==================== block 1
### Cell classes on the final placement, block 1

Fill, decap, tap and diode cells in gray.
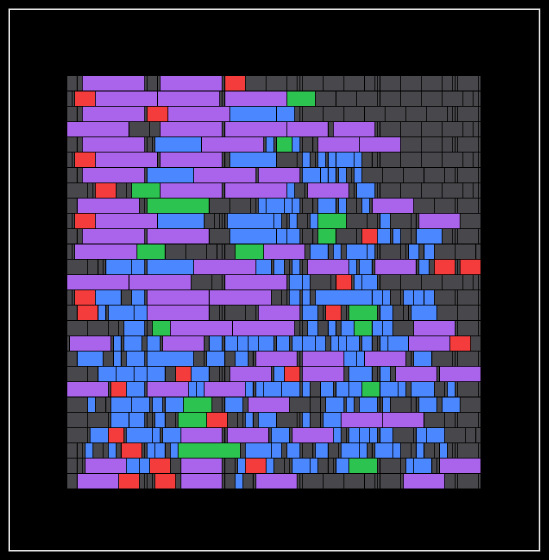

$ cat src/rtl/uart_pkg.sv
// Shared UART definitions used by both the transmitter and the receiver.
//   uart_state_e    : serialiser state encoding (IDLE/START/DATA/PARITY/STOP)
//   UART_DATA_BITS  : data bits per frame
//   UART_IDLE_LEVEL : line level while no frame is in flight
//   clog2()         : ceiling log2 for sizing counters and pointers
package uart_pkg;

  localparam int unsigned UART_DATA_BITS = 8;
  localparam logic UART_IDLE_LEVEL = 1'b1;

  typedef enum logic [2:0] {
    UART_ST_IDLE   = 3'd0,
    UART_ST_START  = 3'd1,
    UART_ST_DATA   = 3'd2,
    UART_ST_PARITY = 3'd3,
    UART_ST_STOP   = 3'd4
  } uart_state_e;

  // Ceiling log2; returns 0 for values of 0 or 1.
  function automatic int unsigned clog2(input int unsigned value);
    int unsigned result;
    result = 0;
    for (int i = 0; i < 32; i++) begin
      if ((64'(1) << i) < 64'(value)) result = 32'(i + 1);
    end
    return result;
  endfunction

endpackage

$ cat src/rtl/uart_tx_buffered_if.sv
// Bus-side signal bundle of the buffered UART transmitter.
//   writedata       : byte to queue
//   send_enable     : gates pushes
//   send_trigger    : push strobe
//   clear_overflow  : clears the sticky overflow flag
//   UART_TX         : serial line, idle high
//   send_work_state : FIFO non-empty or frame in flight
//   send_finish     : one-cycle pulse on the last stop-bit cycle
//   fifo_full       : byte queue full
//   overflow        : sticky dropped-push flag
// master: bus/CPU side. slave: the transmitter.
interface uart_tx_buffered_if;
  logic [7:0] writedata;
  logic       send_enable;
  logic       send_trigger;
  logic       clear_overflow;
  logic       UART_TX;
  logic       send_work_state;
  logic       send_finish;
  logic       fifo_full;
  logic       overflow;

  modport master (
    output writedata, send_enable, send_trigger, clear_overflow,
    input  UART_TX, send_work_state, send_finish, fifo_full, overflow
  );

  modport slave (
    input  writedata, send_enable, send_trigger, clear_overflow,
    output UART_TX, send_work_state, send_finish, fifo_full, overflow
  );
endinterface

$ cat src/rtl/uart_tx_fifo.sv
// Pointer-based byte queue for the UART transmitter.
//   clk, rst_n : clock, synchronous active-low reset
//   push, pop  : write / read strobes (pop only honoured when non-empty)
//   clr_ovf    : clears overflow (a same-cycle drop wins)
//   wdata      : byte written on an accepted push
//   rdata_c    : head byte (combinational)
//   empty_c    : queue empty (combinational)
//   full       : queue holds DEPTH entries (registered)
//   overflow   : sticky, a push was dropped (registered)
module uart_tx_fifo
  import uart_pkg::*;
#(
  parameter int unsigned DEPTH = 4,
  parameter int unsigned WIDTH = 8
) (
  input  logic             clk,
  input  logic             rst_n,
  input  logic             push,
  input  logic             pop,
  input  logic             clr_ovf,
  input  logic [WIDTH-1:0] wdata,
  output logic [WIDTH-1:0] rdata_c,
  output logic             empty_c,
  output logic             full,
  output logic             overflow
);

  localparam int unsigned AW = clog2(DEPTH);
  localparam int unsigned PW = AW + 1;

  logic [WIDTH-1:0] mem_q [DEPTH];
  logic [PW-1:0]    wr_q, wr_d;
  logic [PW-1:0]    rd_q, rd_d;
  logic             full_q, full_d;
  logic             ovf_q, ovf_d;
  logic             do_push_c, do_pop_c, drop_c;

  assign empty_c = (wr_q == rd_q);
  assign rdata_c = mem_q[rd_q[AW-1:0]];

  // A push into a full queue survives only if the head leaves in the same cycle.
  always_comb begin
    do_pop_c  = pop && !empty_c;
    do_push_c = push && (!full_q || do_pop_c);
    drop_c    = push && full_q && !do_pop_c;
    wr_d      = do_push_c ? (wr_q + PW'(1)) : wr_q;
    rd_d      = do_pop_c ? (rd_q + PW'(1)) : rd_q;
    full_d    = (wr_d[AW] != rd_d[AW]) && (wr_d[AW-1:0] == rd_d[AW-1:0]);
    ovf_d     = ovf_q;
    if (clr_ovf) ovf_d = 1'b0;
    if (drop_c)  ovf_d = 1'b1;
  end

  always_ff @(posedge clk) begin
    if (!rst_n) begin
      wr_q   <= '0;
      rd_q   <= '0;
      full_q <= 1'b0;
      ovf_q  <= 1'b0;
    end else begin
      wr_q   <= wr_d;
      rd_q   <= rd_d;
      full_q <= full_d;
      ovf_q  <= ovf_d;
    end
  end

  // Storage needs no reset; pointers define validity.
  always_ff @(posedge clk) begin
    if (do_push_c) mem_q[wr_q[AW-1:0]] <= wdata;
  end

  assign full     = full_q;
  assign overflow = ovf_q;

endmodule

$ cat src/rtl/uart_tx_buffered.sv
// Buffered UART transmitter: queues bus bytes and serialises them LSB first
// (8N1 by default) onto UART_TX.
//   sysclk : system clock, rising edge
//   reset  : synchronous active-low reset
//   bus    : uart_tx_buffered_if.slave (writedata, send_enable, send_trigger,
//            clear_overflow in; UART_TX, send_work_state, send_finish,
//            fifo_full, overflow out)
// Optional build macro UART_TX_PARITY_EN adds an even-parity bit between the
// data bits and the stop bit.
module uart_tx_buffered
  import uart_pkg::*;
#(
  parameter int unsigned CLK_FREQ   = 100000000,
  parameter int unsigned BAUD       = 9600,
  parameter int unsigned FIFO_DEPTH = 4
) (
  input logic              sysclk,
  input logic              reset,
  uart_tx_buffered_if.slave bus
);

  localparam int unsigned CLKS_PER_BIT = CLK_FREQ / BAUD;
  localparam int unsigned BAUD_W       = clog2(CLKS_PER_BIT);
  localparam int unsigned BIT_W        = 3;
  localparam logic [BAUD_W-1:0] BAUD_LAST = BAUD_W'(CLKS_PER_BIT - 1);
  localparam logic [BIT_W-1:0]  BIT_LAST  = BIT_W'(UART_DATA_BITS - 1);

  uart_state_e                state_q, state_d;
  logic [BAUD_W-1:0]          baud_q, baud_d;
  logic [BIT_W-1:0]           bit_q, bit_d;
  logic [UART_DATA_BITS-1:0]  shift_q, shift_d;
  logic                       tx_q, tx_d;
  logic                       finish_q, finish_d;
  logic                       work_q, work_d;
`ifdef UART_TX_PARITY_EN
  logic                       parity_q, parity_d;
`endif

  logic                       push_c, pop_c, bit_done_c;
  logic                       fifo_empty_c;
  logic [UART_DATA_BITS-1:0]  fifo_rdata_c;

  assign push_c = bus.send_trigger && bus.send_enable;

  uart_tx_fifo #(
    .DEPTH (FIFO_DEPTH),
    .WIDTH (UART_DATA_BITS)
  ) u_fifo (
    .clk      (sysclk),
    .rst_n    (reset),
    .push     (push_c),
    .pop      (pop_c),
    .clr_ovf  (bus.clear_overflow),
    .wdata    (bus.writedata),
    .rdata_c  (fifo_rdata_c),
    .empty_c  (fifo_empty_c),
    .full     (bus.fifo_full),
    .overflow (bus.overflow)
  );

  assign bit_done_c = (baud_q == BAUD_LAST);

  // Serialiser next state; the line level follows the registered state one
  // cycle later, which gives the pop-to-start-bit latency of two edges.
  always_comb begin
    state_d  = state_q;
    baud_d   = baud_q;
    bit_d    = bit_q;
    shift_d  = shift_q;
    finish_d = 1'b0;
    pop_c    = 1'b0;
`ifdef UART_TX_PARITY_EN
    parity_d = parity_q;
`endif

    case (state_q)
      UART_ST_IDLE: begin
        baud_d = '0;
        bit_d  = '0;
        if (!fifo_empty_c) begin
          pop_c   = 1'b1;
          shift_d = fifo_rdata_c;
`ifdef UART_TX_PARITY_EN
          parity_d = ^fifo_rdata_c;
`endif
          state_d = UART_ST_START;
        end
      end
      UART_ST_START: begin
        if (bit_done_c) begin
          baud_d  = '0;
          bit_d   = '0;
          state_d = UART_ST_DATA;
        end else begin
          baud_d = baud_q + BAUD_W'(1);
        end
      end
      UART_ST_DATA: begin
        if (bit_done_c) begin
          baud_d  = '0;
          shift_d = shift_q >> 1;
          if (bit_q == BIT_LAST) begin
`ifdef UART_TX_PARITY_EN
            state_d = UART_ST_PARITY;
`else
            state_d = UART_ST_STOP;
`endif
          end else begin
            bit_d = bit_q + BIT_W'(1);
          end
        end else begin
          baud_d = baud_q + BAUD_W'(1);
        end
      end
`ifdef UART_TX_PARITY_EN
      UART_ST_PARITY: begin
        if (bit_done_c) begin
          baud_d  = '0;
          state_d = UART_ST_STOP;
        end else begin
          baud_d = baud_q + BAUD_W'(1);
        end
      end
`endif
      UART_ST_STOP: begin
        if (bit_done_c) begin
          baud_d   = '0;
          finish_d = 1'b1;
          state_d  = UART_ST_IDLE;
        end else begin
          baud_d = baud_q + BAUD_W'(1);
        end
      end
      default: begin
        baud_d  = '0;
        state_d = UART_ST_IDLE;
      end
    endcase
  end

  // Registered line level and status derived from the current state.
  always_comb begin
    tx_d = UART_IDLE_LEVEL;
    case (state_q)
      UART_ST_START:  tx_d = 1'b0;
      UART_ST_DATA:   tx_d = shift_q[0];
`ifdef UART_TX_PARITY_EN
      UART_ST_PARITY: tx_d = parity_q;
`endif
      default:        tx_d = UART_IDLE_LEVEL;
    endcase
    work_d = (state_q != UART_ST_IDLE) || !fifo_empty_c;
  end

  always_ff @(posedge sysclk) begin
    if (!reset) begin
      state_q  <= UART_ST_IDLE;
      baud_q   <= '0;
      bit_q    <= '0;
      shift_q  <= '0;
      tx_q     <= UART_IDLE_LEVEL;
      finish_q <= 1'b0;
      work_q   <= 1'b0;
`ifdef UART_TX_PARITY_EN
      parity_q <= 1'b0;
`endif
    end else begin
      state_q  <= state_d;
      baud_q   <= baud_d;
      bit_q    <= bit_d;
      shift_q  <= shift_d;
      tx_q     <= tx_d;
      finish_q <= finish_d;
      work_q   <= work_d;
`ifdef UART_TX_PARITY_EN
      parity_q <= parity_d;
`endif
    end
  end

  assign bus.UART_TX         = tx_q;
  assign bus.send_finish     = finish_q;
  assign bus.send_work_state = work_q;

endmodule

$ cat src/flat_wrapper.sv
// flat-port wrapper written by rule: the top's interface ports become plain ports
module uart_tx_buffered_flat import uart_pkg::*;
#(
  parameter int unsigned CLK_FREQ   = 100000000,
  parameter int unsigned BAUD       = 9600,
  parameter int unsigned FIFO_DEPTH = 4
)
  (sysclk, reset, bus_writedata, bus_send_enable, bus_send_trigger, bus_clear_overflow, bus_UART_TX, bus_send_work_state, bus_send_finish, bus_fifo_full, bus_overflow);
  uart_tx_buffered_if bus_i ();
  input logic sysclk;
  input logic reset;
  input wire logic [$bits(bus_i.writedata)-1:0] bus_writedata;
  input wire logic [$bits(bus_i.send_enable)-1:0] bus_send_enable;
  input wire logic [$bits(bus_i.send_trigger)-1:0] bus_send_trigger;
  input wire logic [$bits(bus_i.clear_overflow)-1:0] bus_clear_overflow;
  output wire logic [$bits(bus_i.UART_TX)-1:0] bus_UART_TX;
  output wire logic [$bits(bus_i.send_work_state)-1:0] bus_send_work_state;
  output wire logic [$bits(bus_i.send_finish)-1:0] bus_send_finish;
  output wire logic [$bits(bus_i.fifo_full)-1:0] bus_fifo_full;
  output wire logic [$bits(bus_i.overflow)-1:0] bus_overflow;
  assign bus_i.writedata = bus_writedata;
  assign bus_i.send_enable = bus_send_enable;
  assign bus_i.send_trigger = bus_send_trigger;
  assign bus_i.clear_overflow = bus_clear_overflow;
  assign bus_UART_TX = bus_i.UART_TX;
  assign bus_send_work_state = bus_i.send_work_state;
  assign bus_send_finish = bus_i.send_finish;
  assign bus_fifo_full = bus_i.fifo_full;
  assign bus_overflow = bus_i.overflow;
  uart_tx_buffered #(.CLK_FREQ(CLK_FREQ), .BAUD(BAUD), .FIFO_DEPTH(FIFO_DEPTH)) u_core (.sysclk(sysclk), .reset(reset), .bus(bus_i));
endmodule
$ cat config.mk
export PLATFORM = sky130hd
export DESIGN_NAME = uart_tx_buffered_flat
export DESIGN_NICKNAME = d
export VERILOG_FILES = /design/src/rtl/uart_pkg.sv /design/src/rtl/uart_tx_buffered_if.sv /design/src/rtl/uart_tx_fifo.sv /design/src/rtl/uart_tx_buffered.sv /design/src/flat_wrapper.sv
export SDC_FILE = /design/constraint.sdc
export NUM_CORES = 1
export LEC_CHECK = 0
export CORE_AREA = 10 10 84 86
export CTS_CLUSTER_SIZE = 28
export DETAILED_ROUTE_END_ITERATION = 10
export DIE_AREA = 0 0 94 96
export HOLD_SLACK_MARGIN = 0.12
export PLACE_DENSITY = 0.77
export SLEW_MARGIN = 20
export SYNTH_ARGS = -nofsm -noshare
export SYNTH_HDL_FRONTEND = slang
export SYNTH_SLANG_ARGS = --single-unit
$ cat constraint.sdc
create_clock -name sysclk -period 2.8 [get_ports sysclk]
set_input_delay 0.42 -clock sysclk [delete_from_list [all_inputs] [get_ports sysclk]]
set_output_delay 0.42 -clock sysclk [all_outputs]
set_load 0.01 [all_outputs]
==================== block 2
===== src/rtl/calc_pkg.sv =====
// Shared definitions for the calculator datapath result stages.
//   RES_W       : default binary result width
//   RES_DIG     : default BCD digit count covering RES_W
//   cvt_state_t : binary-to-BCD converter FSM state encoding
package calc_pkg;

  localparam int RES_W   = 16;
  localparam int RES_DIG = 5;

  typedef enum logic [1:0] {
    IDLE   = 2'd0,
    SHIFT  = 2'd1,
    FINISH = 2'd2
  } cvt_state_t;

endpackage


===== src/rtl/bcd_add3.sv =====
// Double-dabble digit correction: a nibble of 5 or more gets +3 so that the
// following left shift carries correctly into the next decimal digit.
//   nib_in  : current BCD digit (0..9)
//   nib_out : corrected digit, ready to be shifted
module bcd_add3 (
  input  logic [3:0] nib_in,
  output logic [3:0] nib_out
);

  // The largest input is 9, so 9+3=12 always fits in four bits.
  assign nib_out = (nib_in >= 4'd5) ? nib_in + 4'd3 : nib_in;

endmodule


===== src/rtl/result_bcd_convert.sv =====
// Captures a binary result on the rising edge of the multiply controller's
// done strobe and converts it to packed BCD one bit per clock. The last
// completed conversion is held on digits for the display driver. A one-deep
// pending slot keeps the newest result that arrives while a conversion runs.
//   clk      : system clock, rising edge
//   reset    : asynchronous, active-high reset
//   done     : result-ready strobe; only its rising edge starts a capture
//   result   : binary value sampled with the done rising edge
//   digits   : packed BCD, [3:0] = ones, [7:4] = tens, ...
//   busy     : conversion in progress or result pending
//   cvt_done : one-cycle pulse in the cycle digits updates
//
// state  | meaning
// IDLE   | waiting for a done rising edge
// SHIFT  | one add-3 plus left shift per cycle, WIDTH cycles in total
// FINISH | publish digits, then reload from pending slot / new edge or idle
module result_bcd_convert
  import calc_pkg::*;
#(
  parameter int WIDTH = RES_W,
  parameter int NDIG  = RES_DIG
) (
  input  logic              clk,
  input  logic              reset,
  input  logic              done,
  input  logic [WIDTH-1:0]  result,
  output logic [4*NDIG-1:0] digits,
  output logic              busy,
  output logic              cvt_done
);

  localparam int CW = $clog2(WIDTH + 1);
  localparam int BW = 4 * NDIG;
  localparam logic [CW-1:0] LAST_CNT = CW'(WIDTH - 1);

  cvt_state_t state;

  logic             done_q;
  logic             rise;
  logic [WIDTH-1:0] bin;
  logic [BW-1:0]    bcd;
  logic [BW-1:0]    bcd_adj;
  logic [CW-1:0]    cnt;
  logic             pend_v;
  logic [WIDTH-1:0] pend_val;
  logic [BW+WIDTH-1:0] shifted;

  assign rise = done & ~done_q;

  for (genvar g = 0; g < NDIG; g++) begin : g_add3
    bcd_add3 u_add3 (
      .nib_in  (bcd[4*g +: 4]),
      .nib_out (bcd_adj[4*g +: 4])
    );
  end

  // The top nibble's carry-out is discarded by the shift; it is always zero
  // because NDIG digits are enough to hold the largest WIDTH-bit value.
  assign shifted = {bcd_adj, bin} << 1;

  assign busy = (state != IDLE) | pend_v;

  always_ff @(posedge clk or posedge reset) begin
    if (reset) begin
      state    <= IDLE;
      done_q   <= 1'b0;
      bin      <= '0;
      bcd      <= '0;
      cnt      <= '0;
      digits   <= '0;
      pend_v   <= 1'b0;
      pend_val <= '0;
      cvt_done <= 1'b0;
    end else begin
      done_q   <= done;
      cvt_done <= 1'b0;
      case (state)
        IDLE: begin
          if (rise) begin
            bin   <= result;
            bcd   <= '0;
            cnt   <= '0;
            state <= SHIFT;
          end
        end
        SHIFT: begin
          bcd <= shifted[BW+WIDTH-1:WIDTH];
          bin <= shifted[WIDTH-1:0];
          cnt <= cnt + 1'b1;
          if (cnt == LAST_CNT) state <= FINISH;
          // Newest result wins; an older pending value is dropped.
          if (rise) begin
            pend_val <= result;
            pend_v   <= 1'b1;
          end
        end
        FINISH: begin
          digits   <= bcd;
          cvt_done <= 1'b1;
          bcd      <= '0;
          cnt      <= '0;
          if (pend_v) begin
            bin   <= pend_val;
            state <= SHIFT;
            // A simultaneous new edge refills the slot we just drained.
            if (rise) pend_val <= result;
            else      pend_v   <= 1'b0;
          end else if (rise) begin
            bin   <= result;
            state <= SHIFT;
          end else begin
            state <= IDLE;
          end
        end
        default: state <= IDLE;
      endcase
    end
  end

endmodule

===== config.mk =====
export PLATFORM = sky130hd
export DESIGN_NAME = result_bcd_convert
export DESIGN_NICKNAME = d
export VERILOG_FILES = /design/src/rtl/calc_pkg.sv /design/src/rtl/bcd_add3.sv /design/src/rtl/result_bcd_convert.sv
export SDC_FILE = /design/constraint.sdc
export NUM_CORES = 1
export LEC_CHECK = 0
export CAP_MARGIN = 20
export CORE_ASPECT_RATIO = 1.75
export CORE_MARGIN = 1.5
export CORE_UTILIZATION = 35
export DETAILED_ROUTE_END_ITERATION = 6
export HOLD_SLACK_MARGIN = 0.02
export REMOVE_ABC_BUFFERS = 1
export SLEW_MARGIN = 10
export SYNTH_ARGS = -nofsm -noshare
export SYNTH_HDL_FRONTEND = slang
export SYNTH_SLANG_ARGS = --single-unit

===== constraint.sdc =====
create_clock -name clk -period 3.9 [get_ports clk]
set_clock_uncertainty 0.1 [all_clocks]
set_input_delay 1.17 -clock clk [delete_from_list [all_inputs] [get_ports clk]]
set_output_delay 1.17 -clock clk [all_outputs]
set_load 0.01 [all_outputs]

==================== block 3
[src/rtl/shift_pkg.sv]
// shift_pkg: op/state encodings and default widths for shift_reg_seq; rotate ops exist only with SHIFT_REG_ROTATE_EN
package shift_pkg;
  localparam int DEF_WIDTH = 32;
  localparam int DEF_SHAMT_W = 5;
  localparam logic [2:0] OP_LOAD = 3'b000;
  localparam logic [2:0] OP_SLL = 3'b001;
  localparam logic [2:0] OP_SRL = 3'b010;
  localparam logic [2:0] OP_SRA = 3'b011;
  localparam logic [2:0] OP_ROR = 3'b100;
  localparam logic [2:0] OP_ROL = 3'b101;
  typedef enum logic [1:0] {
    ST_IDLE  = 2'd0,
    ST_SHIFT = 2'd1,
    ST_DONE  = 2'd2
  } state_t;
  function automatic logic is_shift_op(input logic [2:0] op);
`ifdef SHIFT_REG_ROTATE_EN
    return op inside {OP_SLL, OP_SRL, OP_SRA, OP_ROR, OP_ROL};
`else
    return op inside {OP_SLL, OP_SRL, OP_SRA};
`endif
  endfunction
endpackage

[src/rtl/shift_step.sv]
// shift_step: one-bit shift/rotate of the register by op; rotates only with SHIFT_REG_ROTATE_EN
module shift_step
  import shift_pkg::*;
#(
  parameter int WIDTH = DEF_WIDTH
) (
  input  logic [2:0]       op,
  input  logic [WIDTH-1:0] d,
  output logic [WIDTH-1:0] q
);
  always_comb begin
    q = op == OP_SLL ? {d[WIDTH-2:0], 1'b0} :
        op == OP_SRL ? {1'b0, d[WIDTH-1:1]} :
        op == OP_SRA ? {d[WIDTH-1], d[WIDTH-1:1]} :
`ifdef SHIFT_REG_ROTATE_EN
        op == OP_ROR ? {d[0], d[WIDTH-1:1]} :
        op == OP_ROL ? {d[WIDTH-2:0], d[WIDTH-1]} :
`endif
        d;
  end
endmodule

[src/rtl/shift_reg_seq.sv]
// shift_reg_seq: multicycle one-bit-per-clock shifter with start/busy/done handshake; SHIFT_REG_ROTATE_EN adds ROR/ROL
module shift_reg_seq
  import shift_pkg::*;
#(
  parameter int WIDTH = DEF_WIDTH,
  parameter int SHAMT_W = DEF_SHAMT_W
) (
  input  logic               clk,
  input  logic               reset,
  input  logic               start,
  input  logic [2:0]         op,
  input  logic [WIDTH-1:0]   data_in,
  input  logic [SHAMT_W-1:0] shamt,
  output logic               busy,
  output logic               done,
  output logic [WIDTH-1:0]   data_out
);
  state_t state_q, state_d;
  logic [WIDTH-1:0] reg_q, reg_d, step_q;
  logic [2:0] op_q, op_d;
  logic [SHAMT_W-1:0] count_q, count_d;
  logic accept, shifting;
  shift_step #(.WIDTH(WIDTH)) u_step (
    .op(op_q),
    .d (reg_q),
    .q (step_q)
  );
  always_ff @(posedge clk) begin
    if (reset) begin
      state_q <= ST_IDLE;
      reg_q   <= '0;
      op_q    <= OP_LOAD;
      count_q <= '0;
    end else begin
      state_q <= state_d;
      reg_q   <= reg_d;
      op_q    <= op_d;
      count_q <= count_d;
    end
  end
  // zero-length or non-shift requests skip SHIFT and report done next cycle
  always_comb begin
    state_d = state_q == ST_IDLE  ? (start ? (shamt != '0 && is_shift_op(op) ? ST_SHIFT : ST_DONE) : ST_IDLE) :
              state_q == ST_SHIFT ? (count_q == SHAMT_W'(1) ? ST_DONE : ST_SHIFT) :
              ST_IDLE;
  end
  always_comb begin
    busy = state_q == ST_SHIFT || state_q == ST_DONE;
    done = state_q == ST_DONE;
  end
  always_comb begin
    accept   = state_q == ST_IDLE && start;
    shifting = state_q == ST_SHIFT;
    reg_d    = accept ? data_in : shifting ? step_q : reg_q;
    op_d     = accept ? op : op_q;
    count_d  = accept ? shamt : shifting ? count_q - SHAMT_W'(1) : count_q;
  end
  assign data_out = reg_q;
endmodule

[config.mk]
export PLATFORM = sky130hd
export DESIGN_NAME = shift_reg_seq
export DESIGN_NICKNAME = d
export VERILOG_FILES = /design/src/rtl/shift_pkg.sv /design/src/rtl/shift_step.sv /design/src/rtl/shift_reg_seq.sv
export SDC_FILE = /design/constraint.sdc
export NUM_CORES = 1
export LEC_CHECK = 0
export ABC_AREA = 0
export CAP_MARGIN = 20
export CORE_MARGIN = 1.5
export CORE_UTILIZATION = 40
export DETAILED_ROUTE_END_ITERATION = 10
export GPL_TIMING_DRIVEN = 0
export PLACE_DENSITY = 0.75
export SYNTH_ARGS = -nofsm -noshare
export SYNTH_HDL_FRONTEND = slang
export SYNTH_SLANG_ARGS = --single-unit
[constraint.sdc]
create_clock -name clk -period 2.15 [get_ports clk]
set_input_delay 0.43 -clock clk [delete_from_list [all_inputs] [get_ports clk]]
set_output_delay 0.43 -clock clk [all_outputs]
set_load 0.01 [all_outputs]

==> notes/layouts.md <==
Pictures saved along the way, in no particular order.

Wiring by layer.
Bar = 20 um. Two of the layers only.
(a)
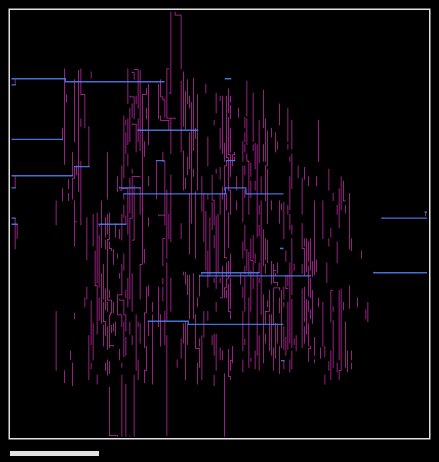
(b)
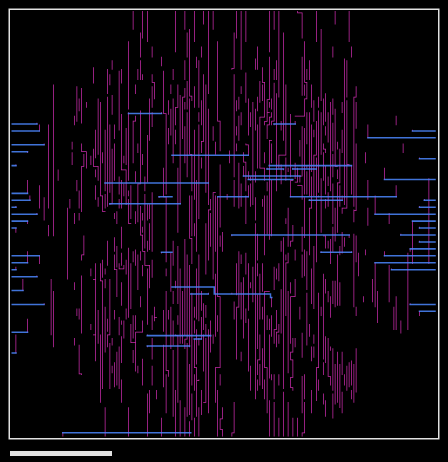
(c)
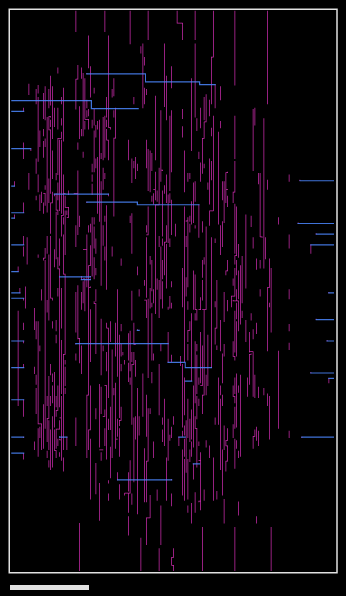
- block 2 = (c)
- block 1 = (a)
- block 3 = (b)
Of these, largest die: (c)
Of these, least wire: (a)

Key to (a):
layer	color	wire length
met3	blue	224 um
met2	magenta	2660 um

### The clock network, block 1

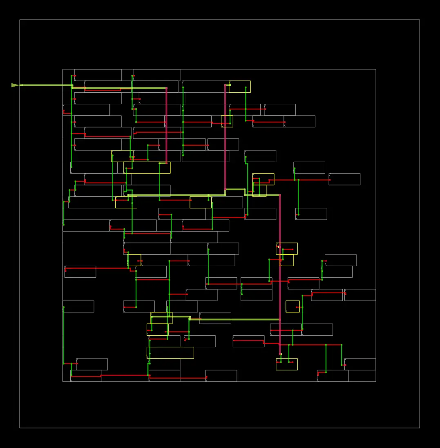
Worst Skew: 0.006390 ns
clk ins delay skew pair: 0.35 ns
Clk. pwr: 930 uW
Seq cells: 71

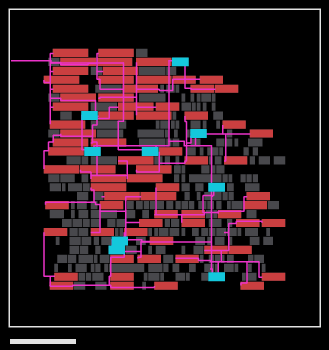
*Clock network drawn from the DEF, block 1*
Bar = 20 um.
[cells driving clock nets] cyan | count: 9
[flip-flops] red | count: 71
[clock wires] magenta | length: 832 um
routed clock nets	10

Notes on 'Cell classes on the final placement' of block 1 above:
class	color	cells	share of their area
flops	purple	71	50%
all other logic	blue	185	37%
clock drivers and dummy loads	green	16	6.5%
other buffers and delay cells	red	24	6.4%

==> results_dict.tcl, block 1 <==
# place-and-route summary
set metrics [dict create \
    power_leader "registers" \
    xor_share_pct 7.512 \
    critPathSlowestCell "or4_4" \
    status "completed" \
    synth_cell_type_count 41 \
    worstPathCellList "or3_1, or4_4, a2111oi_4, buf_4, nor2_1, a311oi_1" \
    place_ws_ns 0.5356 \
    grt_util_met3_pct 3.658 \
    viasPerCell 5.465 \
    synth-edff-count 32 \
    synth_seq_share_pct 56.22 \
    dp_cells 352 \
    max_freq_mhz 439.6 \
    start_kind "flop" \
    fillers 410 \
    yosys_warnings 0 \
    ir_drop_uv 535.7 \
    cp.required_ns 3.05 \
    leakage_uw 0.001260 \
    grtUsageMet1_pct 16.68 \
    reg2reg_slack_ns 0.53 \
    worst_pin_slew_ns 0.7652 \
    ys_ff 71 \
]
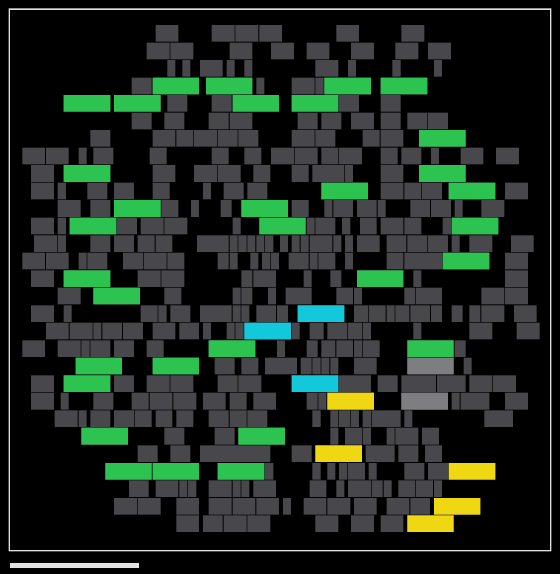
*Register map, names as in the netlist, block 3*
Bar = 20 um.
signal	color	sequential cells
data_out	green	32
count_q	yellow	5
op_q	cyan	3

==> results_dict.tcl, block 3 <==
# place-and-route summary
set metrics [dict create \
    inverters 6 \
    endpoint "data_out[25]$_SDFFE_PP0P_" \
    synth_cell_type_count 40 \
    dpl-instance-area_mm2 0.003463 \
    setup_tns_ns 0 \
    postRouteAntennaNets 0 \
    pwr-share-seq_pct 42.7 \
    dieArea_mm2 0.007035 \
    antenna_found_initial 0 \
    grt_util_met3_pct 3.462 \
    utilization_pct 56.22 \
    synth.most_common_cell "dfxtp_1" \
    pwr-share-clk_pct 29.0 \
    tool_warnings 29 \
    synthTopCellsByArea "dfxtp_1, nor4bb_1, o2111ai_1" \
    remaining_drc_errors 0 \
    clk_latency_ns 0.29 \
    status "completed" \
]
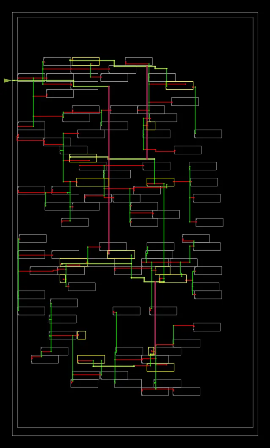
*The clock network, block 2*
clock buffer count: 10
clk ins delay skew pair: 0.34 ns

==> results_dict.tcl, block 2 <==
# place-and-route summary
set metrics [dict create \
    hold_class "reg2reg" \
    ff_type "dfrtp_1" \
    flops 82 \
    wl_met3_um 265 \
    place_ws_ns 0.8553 \
    grt_max_degree 83 \
    grt_pass1_vias 2720 \
    rsz0062_at_grt "false" \
    clk_share_pct 6.212 \
    start_kind "flop" \
    grt_util_met3_pct 3.815 \
    min-delay-start "cnt[4]$_DFFE_PP0P_" \
    drive_gt1_share_pct 20.38 \
    largestRegisters "bcd x20, digits x20" \
    comb-cell-share_pct 36.06 \
    cp_top_family "buffers and inverters" \
    p_int_uw 1887 \
    synth_stat.cells 328 \
    worst_pin_slew_ns 0.7312 \
    synthTopCellsByArea "dfrtp_1, mux2_2, ha_1" \
    cts.sinks 82 \
    yosys.area.top_type "dfrtp_1" \
    status "completed" \
    grtUsageMet1_pct 16.17 \
    layout_top_cell "dfrtp_1" \
    n_tap_cell 132 \
    logic_area_mm2 0.001707 \
    dp_cells 490 \
    drt_wl_total_um 7613 \
    multiInputCombCellCount 214 \
    seq-power_uw 1180 \
    end_kind "primary output" \
    hold_path_depth 2 \
    yosys_area_mm2 0.003925 \
    setup_violations 0 \
    inverters 17 \
    finalPower_uw 2734 \
]

Power and IR drop assume default switching activity.
